# design 1

design_1/port_trees.png
Bar = 100 um.
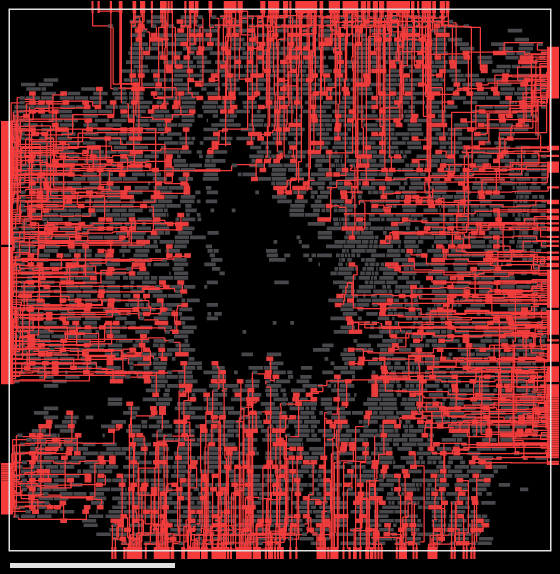
design_1/ff_map.png
Bar = 100 um.
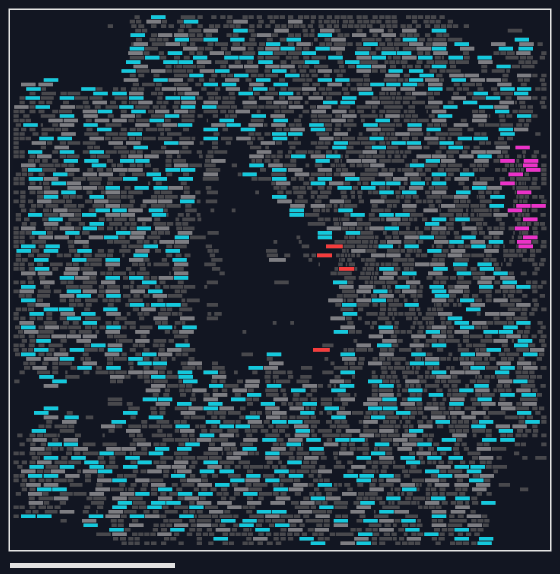
### config.mk
export PLATFORM = sky130hd
export DESIGN_NAME = chunk_serializer_flat
export DESIGN_NICKNAME = d
export VERILOG_FILES = /design/src/rtl/chunk_serializer_if.sv /design/src/rtl/chunk_serializer.sv /design/src/flat_wrapper.sv
export SDC_FILE = /design/constraint.sdc
export NUM_CORES = 1
export LEC_CHECK = 0
export CAP_MARGIN = 15
export CORE_MARGIN = 1.5
export CORE_UTILIZATION = 45
export DETAILED_ROUTE_END_ITERATION = 16
export HOLD_SLACK_MARGIN = 0.08
export PLACE_DENSITY = 0.69
export SYNTH_ARGS = -nofsm -noshare
export SYNTH_HDL_FRONTEND = slang
export SYNTH_SLANG_ARGS = --single-unit
### constraint.sdc
create_clock -name chunk_ser_clk -period 2.98 [get_ports chunk_ser_clk]
set_input_delay 0.894 -clock chunk_ser_clk [delete_from_list [all_inputs] [get_ports chunk_ser_clk]]
set_output_delay 0.894 -clock chunk_ser_clk [all_outputs]
set_load 0.02 [all_outputs]
### src/rtl/chunk_serializer_if.sv
// Handshake and data bundle for chunk_serializer: the chunk-capture side
// (512-bit chunk + valid pulse + ready) and the AXI4-Stream word output.
interface chunk_serializer_if #(
   parameter int WORD_W = 32,
   parameter int WORDS  = 16
);
   logic [WORD_W*WORDS-1:0] chunk_ser_data_in;
   logic                    chunk_ser_valid;
   logic                    chunk_ser_ready;
   logic [WORD_W-1:0]       m_axis_tdata;
   logic                    m_axis_tvalid;
   logic                    m_axis_tready;
   logic                    m_axis_tlast;

   // Serializer view
   modport master (
      input  chunk_ser_data_in, chunk_ser_valid, m_axis_tready,
      output chunk_ser_ready, m_axis_tdata, m_axis_tvalid, m_axis_tlast
   );

   // Environment view (chunk producer and stream consumer)
   modport slave (
      output chunk_ser_data_in, chunk_ser_valid, m_axis_tready,
      input  chunk_ser_ready, m_axis_tdata, m_axis_tvalid, m_axis_tlast
   );
endinterface

### src/rtl/chunk_serializer.sv
// chunk_serializer: captures 512-bit chunks into a two-entry ping-pong buffer
// and replays each as 16 consecutive 32-bit AXI4-Stream words, word 0 being
// the most significant slice. Pulses arriving with both entries busy are
// dropped and latch a sticky overflow flag.
module chunk_serializer #(
   parameter int WORD_W = 32,
   parameter int WORDS  = 16,
   parameter int CNT_W  = 16
) (
   input  logic                chunk_ser_clk,
   input  logic                chunk_ser_resetn,
   chunk_serializer_if.master  bus,
   output logic                chunk_ser_overflow,
   output logic [CNT_W-1:0]    chunk_ser_count
);
   localparam int CHUNK_W = WORD_W * WORDS;
   localparam int PTR_W   = $clog2(WORDS);

   typedef enum logic [1:0] {
      EMPTY = 2'd0,
      ONE   = 2'd1,
      FULL  = 2'd2
   } occ_t;

   occ_t                state;
   occ_t                state_next;
   logic [CHUNK_W-1:0]  buf0;
   logic [CHUNK_W-1:0]  buf1;
   logic                wr_ptr;
   logic                rd_ptr;
   logic [PTR_W-1:0]    word_ptr;

   logic                out_valid;
   logic                last_word;
   logic                xfer;
   logic                last_xfer;
   logic                ready;
   logic                accept;
   logic                drop;
   logic [CHUNK_W-1:0]  rd_entry;
   logic [WORD_W-1:0]   words [WORDS];

   // Handshake decode: a pulse fits if a slot is free or the draining entry frees one this cycle
   always_comb begin
      out_valid = (state != EMPTY);
      last_word = (word_ptr == PTR_W'(WORDS - 1));
      xfer      = out_valid & bus.m_axis_tready;
      last_xfer = xfer & last_word;
      ready     = (state != FULL) | last_xfer;
      accept    = bus.chunk_ser_valid & ready;
      drop      = bus.chunk_ser_valid & ~ready;
   end

   // Occupancy next-state: accept adds an entry, a finished chunk removes one
   always_comb begin
      state_next = state;
      case (state)
         EMPTY: begin
            if (accept) state_next = ONE;
            else        state_next = EMPTY;
         end
         ONE: begin
            if (accept && !last_xfer)      state_next = FULL;
            else if (!accept && last_xfer) state_next = EMPTY;
            else                           state_next = ONE;
         end
         FULL: begin
            if (last_xfer && !accept) state_next = ONE;
            else                      state_next = FULL;
         end
         default: state_next = EMPTY;
      endcase
   end

   // Slice the draining entry into words, word 0 taken from the top bits
   always_comb begin
      rd_entry = rd_ptr ? buf1 : buf0;
      for (int i = 0; i < WORDS; i++) begin
         words[i] = rd_entry[(WORDS-1-i)*WORD_W +: WORD_W];
      end
   end

   assign bus.chunk_ser_ready = ready;
   assign bus.m_axis_tvalid   = out_valid;
   assign bus.m_axis_tlast    = out_valid & last_word;
   assign bus.m_axis_tdata    = out_valid ? words[word_ptr] : {WORD_W{1'b0}};

   // Occupancy state register
   always_ff @(posedge chunk_ser_clk or negedge chunk_ser_resetn) begin
      if (!chunk_ser_resetn) state <= EMPTY;
      else                   state <= state_next;
   end

   // Chunk capture into the entry at the write pointer; the other entry is untouched
   always_ff @(posedge chunk_ser_clk or negedge chunk_ser_resetn) begin
      if (!chunk_ser_resetn) begin
         buf0   <= {CHUNK_W{1'b0}};
         buf1   <= {CHUNK_W{1'b0}};
         wr_ptr <= 1'b0;
      end else if (accept) begin
         if (wr_ptr) buf1 <= bus.chunk_ser_data_in;
         else        buf0 <= bus.chunk_ser_data_in;
         wr_ptr <= ~wr_ptr;
      end else begin
         wr_ptr <= wr_ptr;
      end
   end

   // Word stepping, entry switch and completed-chunk counting on each transfer
   always_ff @(posedge chunk_ser_clk or negedge chunk_ser_resetn) begin
      if (!chunk_ser_resetn) begin
         word_ptr        <= {PTR_W{1'b0}};
         rd_ptr          <= 1'b0;
         chunk_ser_count <= {CNT_W{1'b0}};
      end else if (last_xfer) begin
         word_ptr        <= {PTR_W{1'b0}};
         rd_ptr          <= ~rd_ptr;
         chunk_ser_count <= chunk_ser_count + {{(CNT_W-1){1'b0}}, 1'b1};
      end else if (xfer) begin
         word_ptr        <= word_ptr + {{(PTR_W-1){1'b0}}, 1'b1};
      end else begin
         word_ptr        <= word_ptr;
      end
   end

   // Sticky overflow: set by any dropped pulse, cleared only by reset
   always_ff @(posedge chunk_ser_clk or negedge chunk_ser_resetn) begin
      if (!chunk_ser_resetn) chunk_ser_overflow <= 1'b0;
      else if (drop)         chunk_ser_overflow <= 1'b1;
      else                   chunk_ser_overflow <= chunk_ser_overflow;
   end
endmodule
### src/flat_wrapper.sv
// flat-port wrapper written by rule: the top's interface ports become plain ports
module chunk_serializer_flat 
#(
   parameter int WORD_W = 32,
   parameter int WORDS  = 16,
   parameter int CNT_W  = 16
)
  (chunk_ser_clk, chunk_ser_resetn, chunk_ser_overflow, chunk_ser_count, bus_chunk_ser_data_in, bus_chunk_ser_valid, bus_m_axis_tready, bus_chunk_ser_ready, bus_m_axis_tdata, bus_m_axis_tvalid, bus_m_axis_tlast);
  chunk_serializer_if #(.WORD_W(WORD_W), .WORDS(WORDS)) bus_i ();
  input  logic chunk_ser_clk;
  input  logic chunk_ser_resetn;
  output logic chunk_ser_overflow;
  output logic [CNT_W-1:0] chunk_ser_count;
  input wire logic [$bits(bus_i.chunk_ser_data_in)-1:0] bus_chunk_ser_data_in;
  input wire logic [$bits(bus_i.chunk_ser_valid)-1:0] bus_chunk_ser_valid;
  input wire logic [$bits(bus_i.m_axis_tready)-1:0] bus_m_axis_tready;
  output wire logic [$bits(bus_i.chunk_ser_ready)-1:0] bus_chunk_ser_ready;
  output wire logic [$bits(bus_i.m_axis_tdata)-1:0] bus_m_axis_tdata;
  output wire logic [$bits(bus_i.m_axis_tvalid)-1:0] bus_m_axis_tvalid;
  output wire logic [$bits(bus_i.m_axis_tlast)-1:0] bus_m_axis_tlast;
  assign bus_i.chunk_ser_data_in = bus_chunk_ser_data_in;
  assign bus_i.chunk_ser_valid = bus_chunk_ser_valid;
  assign bus_i.m_axis_tready = bus_m_axis_tready;
  assign bus_chunk_ser_ready = bus_i.chunk_ser_ready;
  assign bus_m_axis_tdata = bus_i.m_axis_tdata;
  assign bus_m_axis_tvalid = bus_i.m_axis_tvalid;
  assign bus_m_axis_tlast = bus_i.m_axis_tlast;
  chunk_serializer #(.WORD_W(WORD_W), .WORDS(WORDS), .CNT_W(CNT_W)) u_core (.chunk_ser_clk(chunk_ser_clk), .chunk_ser_resetn(chunk_ser_resetn), .bus(bus_i), .chunk_ser_overflow(chunk_ser_overflow), .chunk_ser_count(chunk_ser_count));
endmodule
==> ds_physical_params.txt <==
Characteristics after synthesis and place and route

Parameter                              Value

Outcome
  Result of the run .................. complete, but fails checks
  Failing checks .................. negative setup slack

CTS
  Post-cts gate resize count .................. approximately 360
  Clock tree sinks .................. approximately 1.0k

Job
  Number of maximum-capacitance violations .................. 0

Pwr
  Fraction of power spent switching nets .................. 0.337

STA
  Final tally of hold violations .................. 0
  Setup Skew .................. 0.0310 ns
  Crit path setup slack, layout .................. -0.946 ns
  RSZ-0062 raised after global routing .................. true
  Final setup violation count .................. 34
  Time the final worst path needs with I/O delays and setup .................. 3.93 ns

Synthesis
  Xor/xnor share of the synthesized area .................. 0.00353
  Area share of and/or/nand/nor cells after synthesis .................. 0.00709
  Distinct cell type count of the synthesized netlist .................. 39
  Area fraction in full adders, half adders and majority gates .................. 0.000797
  Multiplexer share of the synthesized area .................. 0.380

Global route
  Gr ovfl total .................. 0
  Number of antenna violations at the first check in global routing .................. between 40 and 50

Drt
  Router iterations before antenna repair .................. 5
  DR WL met3 .................. approximately 9200 um

Worst setup path
  Startpoint of the worst register-to-register path .................. u_core.word_ptr[1]$_DFFE_PN0P_
  Cell type group with the largest total delay on the critical path .................. AND-OR/OR-AND gates

Placed design
  Placed insts .................. 4906
  Place WS .................. -1.07 ns
  Number of buffers inserted by port buffering .................. about 570

Floorplan
  Core Region .................. a little over 100000 um2

Finish
  Relative area change from synthesis to final layout .................. 32.1%
  Repair and plain buffers .................. 905
About design_1/port_trees.png:
legend:
  red:
    port: `bus_chunk_ser_data_in`
    bits: 512
    direction: input
    edge: 139 west, 128 east, 125 north, 120 south
    end_cells: 1024
    buffers: 512
    wire: 37.1 mm

About design_1/ff_map.png:
legend:
  magenta:
    name_in_the_netlist: `u_core.chunk_ser_count`
    flops: 16
  cyan:
    name_in_the_netlist: `u_core.buf1`
    flops: 512
    where: all over the die
  red:
    name_in_the_netlist: `u_core.word_ptr`
    flops: 4
    where: center
Seq power: 25.4 mW
Seq area share: 0.422
sequential standard cell area: 26300 um2
final core utilization: 0.600

## cells by family (layout without fill, tap and decap cells)
group,count (synthesis),after routing
compound gates,161,161
xor+xnor,19,19
fa+ha+maj,3,3
buf+inv,215,1113
flops,1049,1049
mux,1379,1379
other cells,0,19
simple gates,62,62
## through the flow
stage	setup TNS, ns	util	instance area [um2]
after CTS	-30.02	0.598	62000
after global routing	-30.15	0.600	62200
after global placement	-130.04	0.545	56500
final	-27.87	0.600	62200
after detailed placement	-125.66	0.545	56500
after floorplan	0	-	47100

# design 2

design_2/layers.png
Only two layers are drawn.
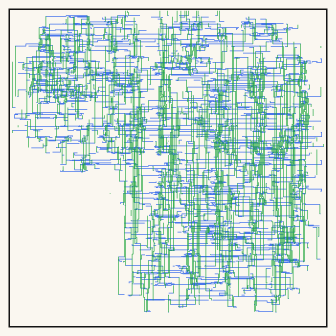
## src/rtl/ps2_rx_fifo.sv

```systemverilog
// rtl/ps2_rx_fifo.sv - PS/2 device-to-host receiver with glitch filter, frame checks and FWFT FIFO
//
// Optional feature: define PS2_RX_PARITY_CHECK_EN to enforce odd parity;
// otherwise the parity bit is sampled but ignored and parity_err stays 0.
//
// Ports:
//   clk           system clock, rising edge
//   reset         synchronous active-low reset
//   ps2d, ps2c    asynchronous PS/2 data / clock pins
//   rx_en         allows a new frame to start (a frame in progress always completes)
//   rd_en         pop FIFO head (ignored when empty)
//   dout          FIFO head byte; holds the last popped byte while empty
//   empty, full   FIFO status
//   count         FIFO occupancy
//   rx_done_tick  pulse: good byte written
//   parity_err    pulse: frame dropped for bad parity
//   frame_err     pulse: bad stop bit or inter-bit timeout
//   overflow      pulse: good byte dropped, FIFO full
module ps2_rx_fifo #(
  parameter int FILTER_LEN     = 8,
  parameter int FIFO_DEPTH     = 16,
  parameter int TIMEOUT_CYCLES = 100000
) (
  input  logic                          clk,
  input  logic                          reset,
  input  logic                          ps2d,
  input  logic                          ps2c,
  input  logic                          rx_en,
  input  logic                          rd_en,
  output logic [7:0]                    dout,
  output logic                          empty,
  output logic                          full,
  output logic [$clog2(FIFO_DEPTH):0]   count,
  output logic                          rx_done_tick,
  output logic                          parity_err,
  output logic                          frame_err,
  output logic                          overflow
);

  localparam int AW = $clog2(FIFO_DEPTH);
  localparam int TW = $clog2(TIMEOUT_CYCLES + 1);
  localparam logic [TW-1:0] TO_LAST = TW'(TIMEOUT_CYCLES - 1);
  localparam logic [AW:0]   CNT_FULL = (AW+1)'(FIFO_DEPTH);

  typedef enum logic [2:0] {S_IDLE, S_DATA, S_PARITY, S_STOP, S_COMMIT} state_e;

  logic [1:0]            c_sync_q, d_sync_q;
  logic [FILTER_LEN-1:0] hist_q;
  logic                  fclk_q;
  logic                  all_lo, all_hi, fall_tick, ps2d_s;

  state_e                state_q;
  logic [2:0]            bit_cnt_q;
  logic [7:0]            data_q;
  logic                  par_q, stop_q;
  logic [TW-1:0]         to_cnt_q;
  logic                  busy, timeout, commit, stop_bad, par_bad, good, wr, do_rd;

  logic [7:0]            mem_q [FIFO_DEPTH];
  logic [AW-1:0]         wr_ptr_q, rd_ptr_q;
  logic [AW:0]           count_q;
  logic [7:0]            last_q;

  // Input conditioning: 2-FF synchronisers, then a history-based clock filter.
  always_ff @(posedge clk) begin
    if (!reset) begin
      c_sync_q <= 2'b11;
      d_sync_q <= 2'b11;
      hist_q   <= '1;
      fclk_q   <= 1'b1;
    end else begin
      c_sync_q <= {c_sync_q[0], ps2c};
      d_sync_q <= {d_sync_q[0], ps2d};
      hist_q   <= {hist_q[FILTER_LEN-2:0], c_sync_q[1]};
      if (all_hi)      fclk_q <= 1'b1;
      else if (all_lo) fclk_q <= 1'b0;
    end
  end

  assign all_lo    = (hist_q == '0);
  assign all_hi    = &hist_q;
  assign fall_tick = fclk_q & all_lo;   // the cycle in which fclk is about to drop
  assign ps2d_s    = d_sync_q[1];

  // Timeout fires on the cycle that would make the counter reach TIMEOUT_CYCLES.
  assign busy    = (state_q == S_DATA) || (state_q == S_PARITY) || (state_q == S_STOP);
  assign timeout = busy && !fall_tick && (to_cnt_q == TO_LAST);

  always_ff @(posedge clk) begin
    if (!reset) begin
      state_q   <= S_IDLE;
      bit_cnt_q <= '0;
      data_q    <= '0;
      par_q     <= 1'b0;
      stop_q    <= 1'b0;
      to_cnt_q  <= '0;
    end else begin
      case (state_q)
        S_IDLE: begin
          to_cnt_q <= '0;
          if (fall_tick && rx_en && !ps2d_s) begin
            state_q   <= S_DATA;
            bit_cnt_q <= '0;
          end
        end
        S_DATA: begin
          if (timeout) begin
            state_q  <= S_IDLE;
            to_cnt_q <= '0;
          end else if (fall_tick) begin
            to_cnt_q  <= '0;
            data_q    <= {ps2d_s, data_q[7:1]};
            bit_cnt_q <= bit_cnt_q + 3'd1;
            if (bit_cnt_q == 3'd7) state_q <= S_PARITY;
          end else begin
            to_cnt_q <= to_cnt_q + TW'(1);
          end
        end
        S_PARITY: begin
          if (timeout) begin
            state_q  <= S_IDLE;
            to_cnt_q <= '0;
          end else if (fall_tick) begin
            to_cnt_q <= '0;
            par_q    <= ps2d_s;
            state_q  <= S_STOP;
          end else begin
            to_cnt_q <= to_cnt_q + TW'(1);
          end
        end
        S_STOP: begin
          if (timeout) begin
            state_q  <= S_IDLE;
            to_cnt_q <= '0;
          end else if (fall_tick) begin
            to_cnt_q <= '0;
            stop_q   <= ps2d_s;
            state_q  <= S_COMMIT;
          end else begin
            to_cnt_q <= to_cnt_q + TW'(1);
          end
        end
        S_COMMIT: state_q <= S_IDLE;
        default:  state_q <= S_IDLE;
      endcase
    end
  end

  // Frame evaluation in COMMIT; overflow depends on rd_en in that same cycle.
  assign commit   = (state_q == S_COMMIT);
  assign stop_bad = ~stop_q;
`ifdef PS2_RX_PARITY_CHECK_EN
  assign par_bad  = ~(^{data_q, par_q});
`else
  logic unused_par;
  assign unused_par = par_q;
  assign par_bad    = 1'b0;
`endif

  assign good         = commit & ~stop_bad & ~par_bad;
  assign frame_err    = timeout | (commit & stop_bad);
  assign parity_err   = commit & ~stop_bad & par_bad;
  assign overflow     = good & full & ~rd_en;
  assign wr           = good & (~full | rd_en);
  assign rx_done_tick = wr;
  assign do_rd        = rd_en & ~empty;

  // First-word-fall-through FIFO.
  always_ff @(posedge clk) begin
    if (!reset) begin
      wr_ptr_q <= '0;
      rd_ptr_q <= '0;
      count_q  <= '0;
      last_q   <= '0;
    end else begin
      if (wr) wr_ptr_q <= wr_ptr_q + AW'(1);
      if (do_rd) begin
        rd_ptr_q <= rd_ptr_q + AW'(1);
        last_q   <= mem_q[rd_ptr_q];
      end
      case ({wr, do_rd})
        2'b10:   count_q <= count_q + (AW+1)'(1);
        2'b01:   count_q <= count_q - (AW+1)'(1);
        default: count_q <= count_q;
      endcase
    end
  end

  always_ff @(posedge clk) begin
    if (reset && wr) mem_q[wr_ptr_q] <= data_q;
  end

  assign empty = (count_q == '0);
  assign full  = (count_q == CNT_FULL);
  assign count = count_q;
  assign dout  = empty ? last_q : mem_q[rd_ptr_q];

endmodule

```

## config.mk

```make
export PLATFORM = sky130hd
export DESIGN_NAME = ps2_rx_fifo
export DESIGN_NICKNAME = d
export VERILOG_FILES = /design/src/rtl/ps2_rx_fifo.sv
export SDC_FILE = /design/constraint.sdc
export NUM_CORES = 1
export LEC_CHECK = 0
export ABC_AREA = 1
export CAP_MARGIN = 15
export CORE_MARGIN = 2
export CORE_UTILIZATION = 40
export DETAILED_ROUTE_END_ITERATION = 12
export GPL_ROUTABILITY_DRIVEN = 0
export SYNTH_ARGS = -nofsm -noshare
export SYNTH_HDL_FRONTEND = slang
export SYNTH_SLANG_ARGS = --single-unit
```

## constraint.sdc

```tcl
create_clock -name clk -period 2.7 [get_ports clk]
set_input_delay 0.54 -clock clk [delete_from_list [all_inputs] [get_ports clk]]
set_output_delay 0.54 -clock clk [all_outputs]
set_load 0.02 [all_outputs]
```

==> ds_physical_params.txt <==
Characteristics after synthesis and place and route

Parameter                              Value

STA
  Final setup violation count .................. 0
  Total negative slack for setup checks .................. 0 ns
  Final tally of hold violations .................. 0
  Achievable clock frequency .................. 396 MHz
  Setup Skew .................. around 0.016 ns
  Worst slew margin relative to its limit .................. 0.420

Drt
  Routed metal-1 wirelength .................. 8600 um
  Router iterations before antenna repair .................. 5
  WL/cell .................. ~15 um
  Via/cell ratio .................. 5.01
  Top Layer Used .................. met4
  DRC violation total after the first TritonRoute iteration .................. ~430

Finish
  Number of antenna cells inserted .................. 0
  Filler-free cell count of the finished design .................. approximately 1.2k
  Relative area change from synthesis to final layout .................. 14.4%
  Register ranked first by flip-flop count .................. mem_q
  Largest register FFs .................. roughly 130
  Max-area cell class .................. sequential cells
  Seq area share .................. 0.525
  Largest registers ranked by flip-flop count .................. mem_q: 128 flops, to_cnt_q: 17 flops
  Ratio of cells with drive above 1 in the final layout .................. 0.125
  Layout Nets .................. between 900 and 1k
  Final design area excluding fillers .................. ~10000 um2

Placed design
  HPWL after detailed placement .................. 12400 um
  Placed insts .................. 1202
  Post-placement cell area .................. between 9000 and 10000 um2

Worst setup path
  Largest fanout on the critical path .................. 17
  Startpoint of the worst register-to-register path .................. count[0]$_SDFFE_PN0P_
  Logic depth of the worst register-to-register path .................. 16
  Startpoint class of the critical path .................. register
  Data arrival, critical path .................. about 2 ns
  Worst setup path category .................. register to output port
  CP required .................. 2.16 ns
  CP max stage cell .................. clkdlybuf4s50_1
  Cell type group with the largest total delay on the critical path .................. buffers and inverters
  Worst flop-to-flop path endpoint .................. count[4]$_SDFFE_PN0P_
  Critical Path Sink Type .................. output port
  Origin of the worst setup path .................. count[0]$_SDFFE_PN0P_

Synthesis
  Top cells by area .................. edfxtp_1 (44%), dfxtp_1 (16%), nand2_1 (5.6%)
  Async SR Flop Fraction .................. 0
  Cell area after synthesis .................. just under 9000 um2
  Yosys top cell by area .................. edfxtp_1
  Synth Seq Share .................. 0.600
  Nets at Floorplan .................. roughly 920
  Top-area cell share .................. 0.440

Global route
  Global-route wire length before repair .................. around 30000 um
  GRT met1 Usage .................. 0.223
  Overall track demand over capacity in global routing .................. 0.170
  Pin count of the biggest net entering global routing .................. roughly 46

CTS
  Hold-fix buffers at CTS .................. 0
  Clock tree root buffer cell .................. clkbuf_16
  Worst-path clk slew .................. about 0.070 ns
  Worst-Skew Late Latency .................. approximately 0.43 ns
  Post-cts gate resize count .................. 14
  Cts bufs inserted .................. 17
  Count of H-tree levels built during CTS .................. 4

Floorplan
  Boundary pin count .................. 25
  Number of rows in the core area .................. around 54
  Core Region .................. approximately 22000 um2
  # Taps .................. ~280
  Die Wd .................. roughly 150 um

Pwr
  Power density of the placed cells .................. about 680 nW/um2

Outcome
  Result of the run .................. finished, final reports clean

Job
  Number of maximum-capacitance violations .................. 0

Min path
  WHS Endpoint .................. d_sync_q[1]$_SDFF_PN1_
## Picture notes: design_2/layers.png
legend:
  blue:
    layer: M1
    wire_length: 8600 um
  green:
    layer: M2
    wire_length: 9160 um

==> cell families (layout without fill, tap and decap cells) <==
group | Yosys count | after routing | synth area share
buffers and inverters | 167 | 218 | 0.0782
xor gates and xnor gates | 6 | 6 | 0.00602
adders and majority gates | 11 | 11 | 0.0158
other | 1 | 1 | 0.000429
DFF | 198 | 198 | 0.600
and+or+nand+nor | 336 | 336 | 0.179
AOI/OAI and AO/OA | 185 | 185 | 0.121
==> where the power goes <==
part,total [mW],leakage [nW],internal [mW],switching (mW)
clock,2.43,0.269,1.28,1.14
sequential,3.27,1.75,3.23,0.0432
combinational,1.11,1.68,0.396,0.715

# design 3

### src/rtl/hazard_scoreboard_if.sv
// Decode/write-back interface of the hazard scoreboard.
// The master drives the ID issue fields and the WB retire strobe.
// The slave returns the stall request and the scoreboard status.
interface hazard_scoreboard_if #(
    parameter int NUM_REGS = 16
) ();
    localparam int IDX_W = $clog2(NUM_REGS);

    logic                id_valid;
    logic [IDX_W-1:0]    src1;
    logic [IDX_W-1:0]    src2;
    logic                two_src;
    logic [IDX_W-1:0]    id_dest;
    logic                id_wb_en;
    logic                flush;
    logic [IDX_W-1:0]    wb_dest;
    logic                wb_en;
    logic                hazard;
    logic [NUM_REGS-1:0] pending_mask;
    logic [15:0]         stall_cycles;
    logic                sb_err;

    modport master (
        output id_valid, src1, src2, two_src, id_dest, id_wb_en, flush, wb_dest, wb_en,
        input  hazard, pending_mask, stall_cycles, sb_err
    );

    modport slave (
        input  id_valid, src1, src2, two_src, id_dest, id_wb_en, flush, wb_dest, wb_en,
        output hazard, pending_mask, stall_cycles, sb_err
    );
endinterface

### src/rtl/hazard_scoreboard.sv
// Per-register in-flight write tracker for the ID stage.
// Each architectural register owns a small counter of writes that have
// issued but not yet retired.  ID stalls while a source it reads is still
// pending.  ID also stalls while the destination counter is saturated.

// One register's in-flight counter.
// inc is the issue to this register, and dec is the retire of this register.
module hazard_scoreboard_cell #(
    parameter int CNT_W     = 2,
    parameter bit WB_BYPASS = 1'b1
) (
    input  logic clk,
    input  logic rst,
    input  logic inc,
    input  logic dec,
    output logic busy,
    output logic full,
    output logic empty
);
    localparam logic [CNT_W-1:0] ONE = CNT_W'(1);

    logic [CNT_W-1:0] cnt;

    // An issue and a retire on the same edge cancel out.  A retire at zero is held at zero.
    always_ff @(posedge clk or posedge rst) begin
        if (rst)                              cnt <= '0;
        else if (inc && !dec)                 cnt <= cnt + ONE;
        else if (dec && !inc && cnt != '0)    cnt <= cnt - ONE;
    end

    // The regfile writes on negedge, so the last pending write retiring this cycle is already readable.
    always_comb begin
        empty = (cnt == '0);
        full  = (cnt == '1);
        busy  = !empty && !(WB_BYPASS && dec && cnt == ONE);
    end
endmodule

module hazard_scoreboard #(
    parameter int NUM_REGS  = 16,
    parameter int CNT_W     = 2,
    parameter bit WB_BYPASS = 1'b1
) (
    input logic              clk,
    input logic              rst,
    hazard_scoreboard_if.slave sb
);
    localparam int IDX_W = $clog2(NUM_REGS);

    logic [NUM_REGS-1:0] busy_v;
    logic [NUM_REGS-1:0] full_v;
    logic [NUM_REGS-1:0] empty_v;
    logic [NUM_REGS-1:0] inc_v;
    logic [NUM_REGS-1:0] dec_v;
    logic                hazard;
    logic                issue;
    logic [15:0]         stall_cycles;
    logic                sb_err;

    // A flushed instruction neither stalls nor records an issue.  Its retire side is untouched.
    always_comb begin
        hazard = sb.id_valid && !sb.flush &&
                 (busy_v[sb.src1] ||
                  (sb.two_src && busy_v[sb.src2]) ||
                  (sb.id_wb_en && full_v[sb.id_dest]));
        issue  = sb.id_valid && sb.id_wb_en && !hazard && !sb.flush;
    end

    genvar g;
    generate
        for (g = 0; g < NUM_REGS; g++) begin : g_reg
            assign inc_v[g] = issue    && (sb.id_dest == IDX_W'(g));
            assign dec_v[g] = sb.wb_en && (sb.wb_dest == IDX_W'(g));

            hazard_scoreboard_cell #(
                .CNT_W     (CNT_W),
                .WB_BYPASS (WB_BYPASS)
            ) u_cell (
                .clk   (clk),
                .rst   (rst),
                .inc   (inc_v[g]),
                .dec   (dec_v[g]),
                .busy  (busy_v[g]),
                .full  (full_v[g]),
                .empty (empty_v[g])
            );
        end
    endgenerate

    // Saturating count of stalled cycles.
    always_ff @(posedge clk or posedge rst) begin
        if (rst)                               stall_cycles <= '0;
        else if (hazard && stall_cycles != '1) stall_cycles <= stall_cycles + 16'd1;
    end

    // Sticky flag for a retire with no write in flight, such as an orphan left over from before a reset.
    always_ff @(posedge clk or posedge rst) begin
        if (rst)                                 sb_err <= 1'b0;
        else if (sb.wb_en && empty_v[sb.wb_dest]) sb_err <= 1'b1;
    end

    assign sb.hazard       = hazard;
    assign sb.pending_mask = ~empty_v;
    assign sb.stall_cycles = stall_cycles;
    assign sb.sb_err       = sb_err;
endmodule
### src/flat_wrapper.sv
// flat-port wrapper written by rule: the top's interface ports become plain ports
module hazard_scoreboard_flat 
#(
    parameter int NUM_REGS  = 16,
    parameter int CNT_W     = 2,
    parameter bit WB_BYPASS = 1'b1
)
  (clk, rst, sb_id_valid, sb_src1, sb_src2, sb_two_src, sb_id_dest, sb_id_wb_en, sb_flush, sb_wb_dest, sb_wb_en, sb_hazard, sb_pending_mask, sb_stall_cycles, sb_sb_err);
  hazard_scoreboard_if #(.NUM_REGS(NUM_REGS)) sb_i ();
  input logic clk;
  input logic rst;
  input wire logic [$bits(sb_i.id_valid)-1:0] sb_id_valid;
  input wire logic [$bits(sb_i.src1)-1:0] sb_src1;
  input wire logic [$bits(sb_i.src2)-1:0] sb_src2;
  input wire logic [$bits(sb_i.two_src)-1:0] sb_two_src;
  input wire logic [$bits(sb_i.id_dest)-1:0] sb_id_dest;
  input wire logic [$bits(sb_i.id_wb_en)-1:0] sb_id_wb_en;
  input wire logic [$bits(sb_i.flush)-1:0] sb_flush;
  input wire logic [$bits(sb_i.wb_dest)-1:0] sb_wb_dest;
  input wire logic [$bits(sb_i.wb_en)-1:0] sb_wb_en;
  output wire logic [$bits(sb_i.hazard)-1:0] sb_hazard;
  output wire logic [$bits(sb_i.pending_mask)-1:0] sb_pending_mask;
  output wire logic [$bits(sb_i.stall_cycles)-1:0] sb_stall_cycles;
  output wire logic [$bits(sb_i.sb_err)-1:0] sb_sb_err;
  assign sb_i.id_valid = sb_id_valid;
  assign sb_i.src1 = sb_src1;
  assign sb_i.src2 = sb_src2;
  assign sb_i.two_src = sb_two_src;
  assign sb_i.id_dest = sb_id_dest;
  assign sb_i.id_wb_en = sb_id_wb_en;
  assign sb_i.flush = sb_flush;
  assign sb_i.wb_dest = sb_wb_dest;
  assign sb_i.wb_en = sb_wb_en;
  assign sb_hazard = sb_i.hazard;
  assign sb_pending_mask = sb_i.pending_mask;
  assign sb_stall_cycles = sb_i.stall_cycles;
  assign sb_sb_err = sb_i.sb_err;
  hazard_scoreboard #(.NUM_REGS(NUM_REGS), .CNT_W(CNT_W), .WB_BYPASS(WB_BYPASS)) u_core (.clk(clk), .rst(rst), .sb(sb_i));
endmodule
### config.mk
export PLATFORM = sky130hd
export DESIGN_NAME = hazard_scoreboard_flat
export DESIGN_NICKNAME = d
export VERILOG_FILES = /design/src/rtl/hazard_scoreboard_if.sv /design/src/rtl/hazard_scoreboard.sv /design/src/flat_wrapper.sv
export SDC_FILE = /design/constraint.sdc
export NUM_CORES = 1
export LEC_CHECK = 0
export ABC_CLOCK_PERIOD_IN_PS = 8400
export CORE_MARGIN = 5
export CORE_UTILIZATION = 55
export DETAILED_ROUTE_END_ITERATION = 10
export PLACE_DENSITY = 0.79
export RECOVER_POWER = 50
export SYNTH_ARGS = -nofsm -noshare
export SYNTH_HDL_FRONTEND = slang
export SYNTH_SLANG_ARGS = --single-unit
### constraint.sdc
create_clock -name clk -period 8.4 [get_ports clk]
set_input_delay 2.1 -clock clk [delete_from_list [all_inputs] [get_ports clk]]
set_output_delay 2.1 -clock clk [all_outputs]
set_load 0.01 [all_outputs]
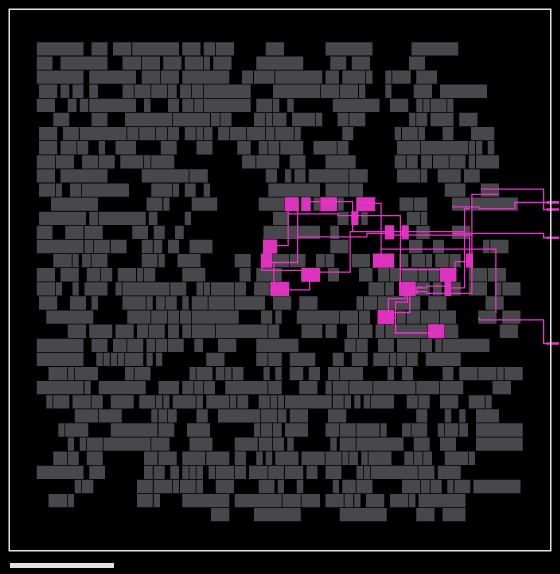
design_3/port_trees.png
Bar = 20 um.
legend:
  magenta:
    port: `sb_src1`
    bits: 4
    direction: input
    edge: east
    end_cells: 19
    buffers: 4
    wire: 440 um

==> ds_physical_params.txt <==
Characteristics after synthesis and place and route

Parameter                              Value

Outcome
  Result of the run .................. complete, but fails checks
  Failing checks .................. max-capacitance violations, max-slew violations

STA
  Fraction of the cycle the final worst path needs .................. 0.886
  Max Slew Vio Count .................. ~50
  Worst slew margin relative to its limit .................. -0.315
  Final tally of hold violations .................. 0
  RSZ-0062 raised after global routing .................. false
  Total negative slack for setup checks .................. 0 ns
  Time the final worst path needs with I/O delays and setup .................. around 7.4 ns

CTS
  Clock tree sinks .................. between 40 and 50
  CTS tree .................. built
  Post-cts gate resize count .................. 0
  Cts bufs inserted .................. 5
  Buffers inserted by post-CTS timing repair .................. 0
  Maximum clock insertion buffer count .................. 2
  Worst-path clk slew .................. 0.10 ns

Global route
  Fraction of met3 tracks used by global routing .................. 0.0490
  Top Usage Layer GRT .................. met2
  Global-route wire length before repair .................. between 20000 and 25000 um
  Overall track demand over capacity in global routing .................. 0.255
  Via count of the first global-routing pass .................. around 4.4k

Drt
  Remaining antenna violation count .................. 0
  Count of unresolved DRC violations after routing .................. 0
  WL/cell .................. 20.4 um
  Via/cell ratio .................. 6.57

Finish
  Ratio of cells with drive above 1 in the final layout .................. 0.0756
  Layout Nets .................. 653
  Largest registers ranked by flip-flop count .................. u_core.g.u_cell.cnt: 32 flops, u_core.sb.stall_cycles: 16 flops, u_core.sb.sb_err: 1 flops
  Final design area excluding fillers .................. between 5000 and 6000 um2
  Most common library cell in the layout ignoring fill and taps .................. inv_1
  Largest register FFs .................. 32

Floorplan
  Chip Footprint .................. 10800 um2
  Die Y .................. 104 um
  Boundary pin count .................. 57
  Number of rows in the core area .................. 34

Job
  Number of maximum-capacitance violations .................. 1

Synthesis
  Nets at Floorplan .................. a little over 600
  Area share of and/or/nand/nor cells after synthesis .................. 0.212
  Cell area after synthesis .................. ~4900 um2
  Top cells by area .................. dfrtp_1 (25%), ha_1 (13%), xnor2_1 (4.9%)
  Primary flip-flop cell chosen by synthesis mapping .................. dfrtp_1
  Synth top cell by count .................. inv_1
  Cell count after synthesis .................. between 500 and 600
  Async SR Flop Fraction .................. 1.00
  Distinct cell type count of the synthesized netlist .................. a little over 70
  Flops & latches, synth .................. just under 50
  Top-area cell share .................. 0.252
  Main kind of combinational logic by area .................. simple AND/OR/NAND/NOR gates

Worst setup path
  Data arrival, critical path .................. between 5 and 6 ns
  Worst R2R Setup Slack .................. 5.05 ns
  Cell type group with the largest total delay on the critical path .................. buffers and inverters
  CP Buf/Inv Count .................. 2
  Worst flop-to-flop path endpoint .................. u_core.sb.stall_cycles[1]$_DFFE_PP0P_
  Ordered cell list for the critical path .................. clkdlybuf4s50_1, mux2i_1, mux4_2, a2111oi_4, nand4b_1, o41ai_4, a21oi_2, clkdlybuf4s50_1
  Most common cell type on the critical path .................. clkdlybuf4s50_1

Placed design
  HPWL after detailed placement .................. approximately 11000 um
  Number of buffers inserted by port buffering .................. 56

Pwr
  Worst vdd rail ir drop .................. approximately 200 uV
  Power, Total .................. approximately 1.5 mW

Min path
  Path category of the worst min-delay check .................. register to register
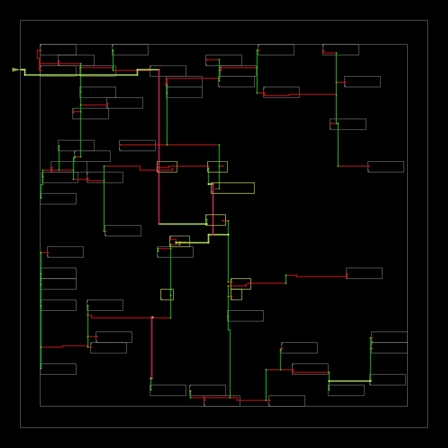
design_3/clock_nets.png
clock tree buffer count of the final layout: 5
Setup Skew: 0.00875 ns

-- layer usage --
metal  wire length [um]  part of all wire  vias to the layer above
met5                  0                 0                        -
met4                413             0.029                        0
met3               1160             0.083                       41
met2               6460              0.46                      231
met1               6020              0.43                     2165
li1                   -                 -                     2097
-- area by class of cell --
cell class                 count  share of cell area
clock inverter                 3             0.00834
sequential                    49               0.221
inverter                      59              0.0399
multi-input combinational    406               0.588
timing repair buffer          60               0.106
clock buffer                   5              0.0124
tap                          108              0.0243
-- where the power goes --
part,switching [mW],internal [mW]
Clock,0.0911,0.0894
Combinational,0.489,0.415
Sequential,0.100,0.317
Total,0.681,0.821


## Gallery

Close-up of the layout.
picture 1
Window x 6 to 46, y 58 to 98 um. Cells in gray, sequential cells in the stronger gray; small squares are vias.
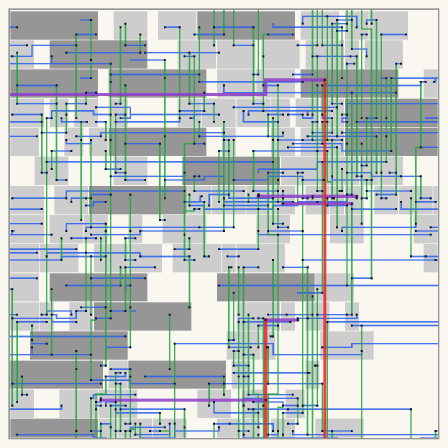
picture 2
Window x 18 to 58, y 94 to 134 um. Cells in gray, sequential cells in the stronger gray; small squares are vias.
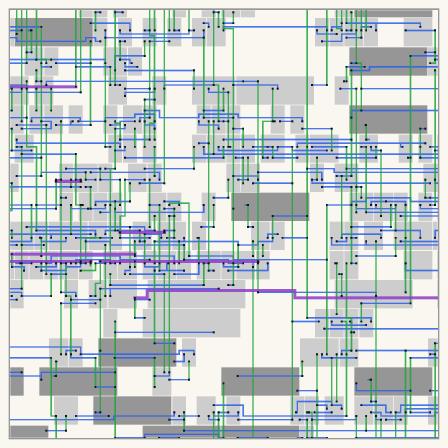
picture 3
Window x 62 to 102, y 225 to 265 um. Cells in gray, sequential cells in the stronger gray; small squares are vias.
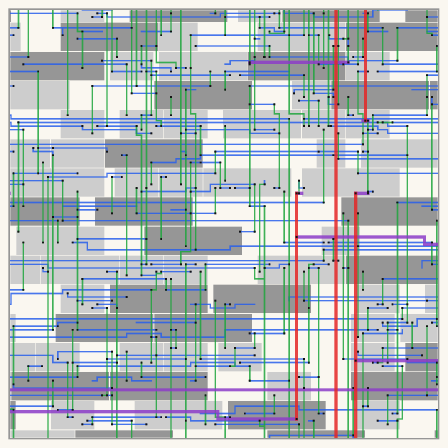
design 3: picture 1
design 1: picture 3
design 2: picture 2

Power is estimated from default activity; no workload was simulated.
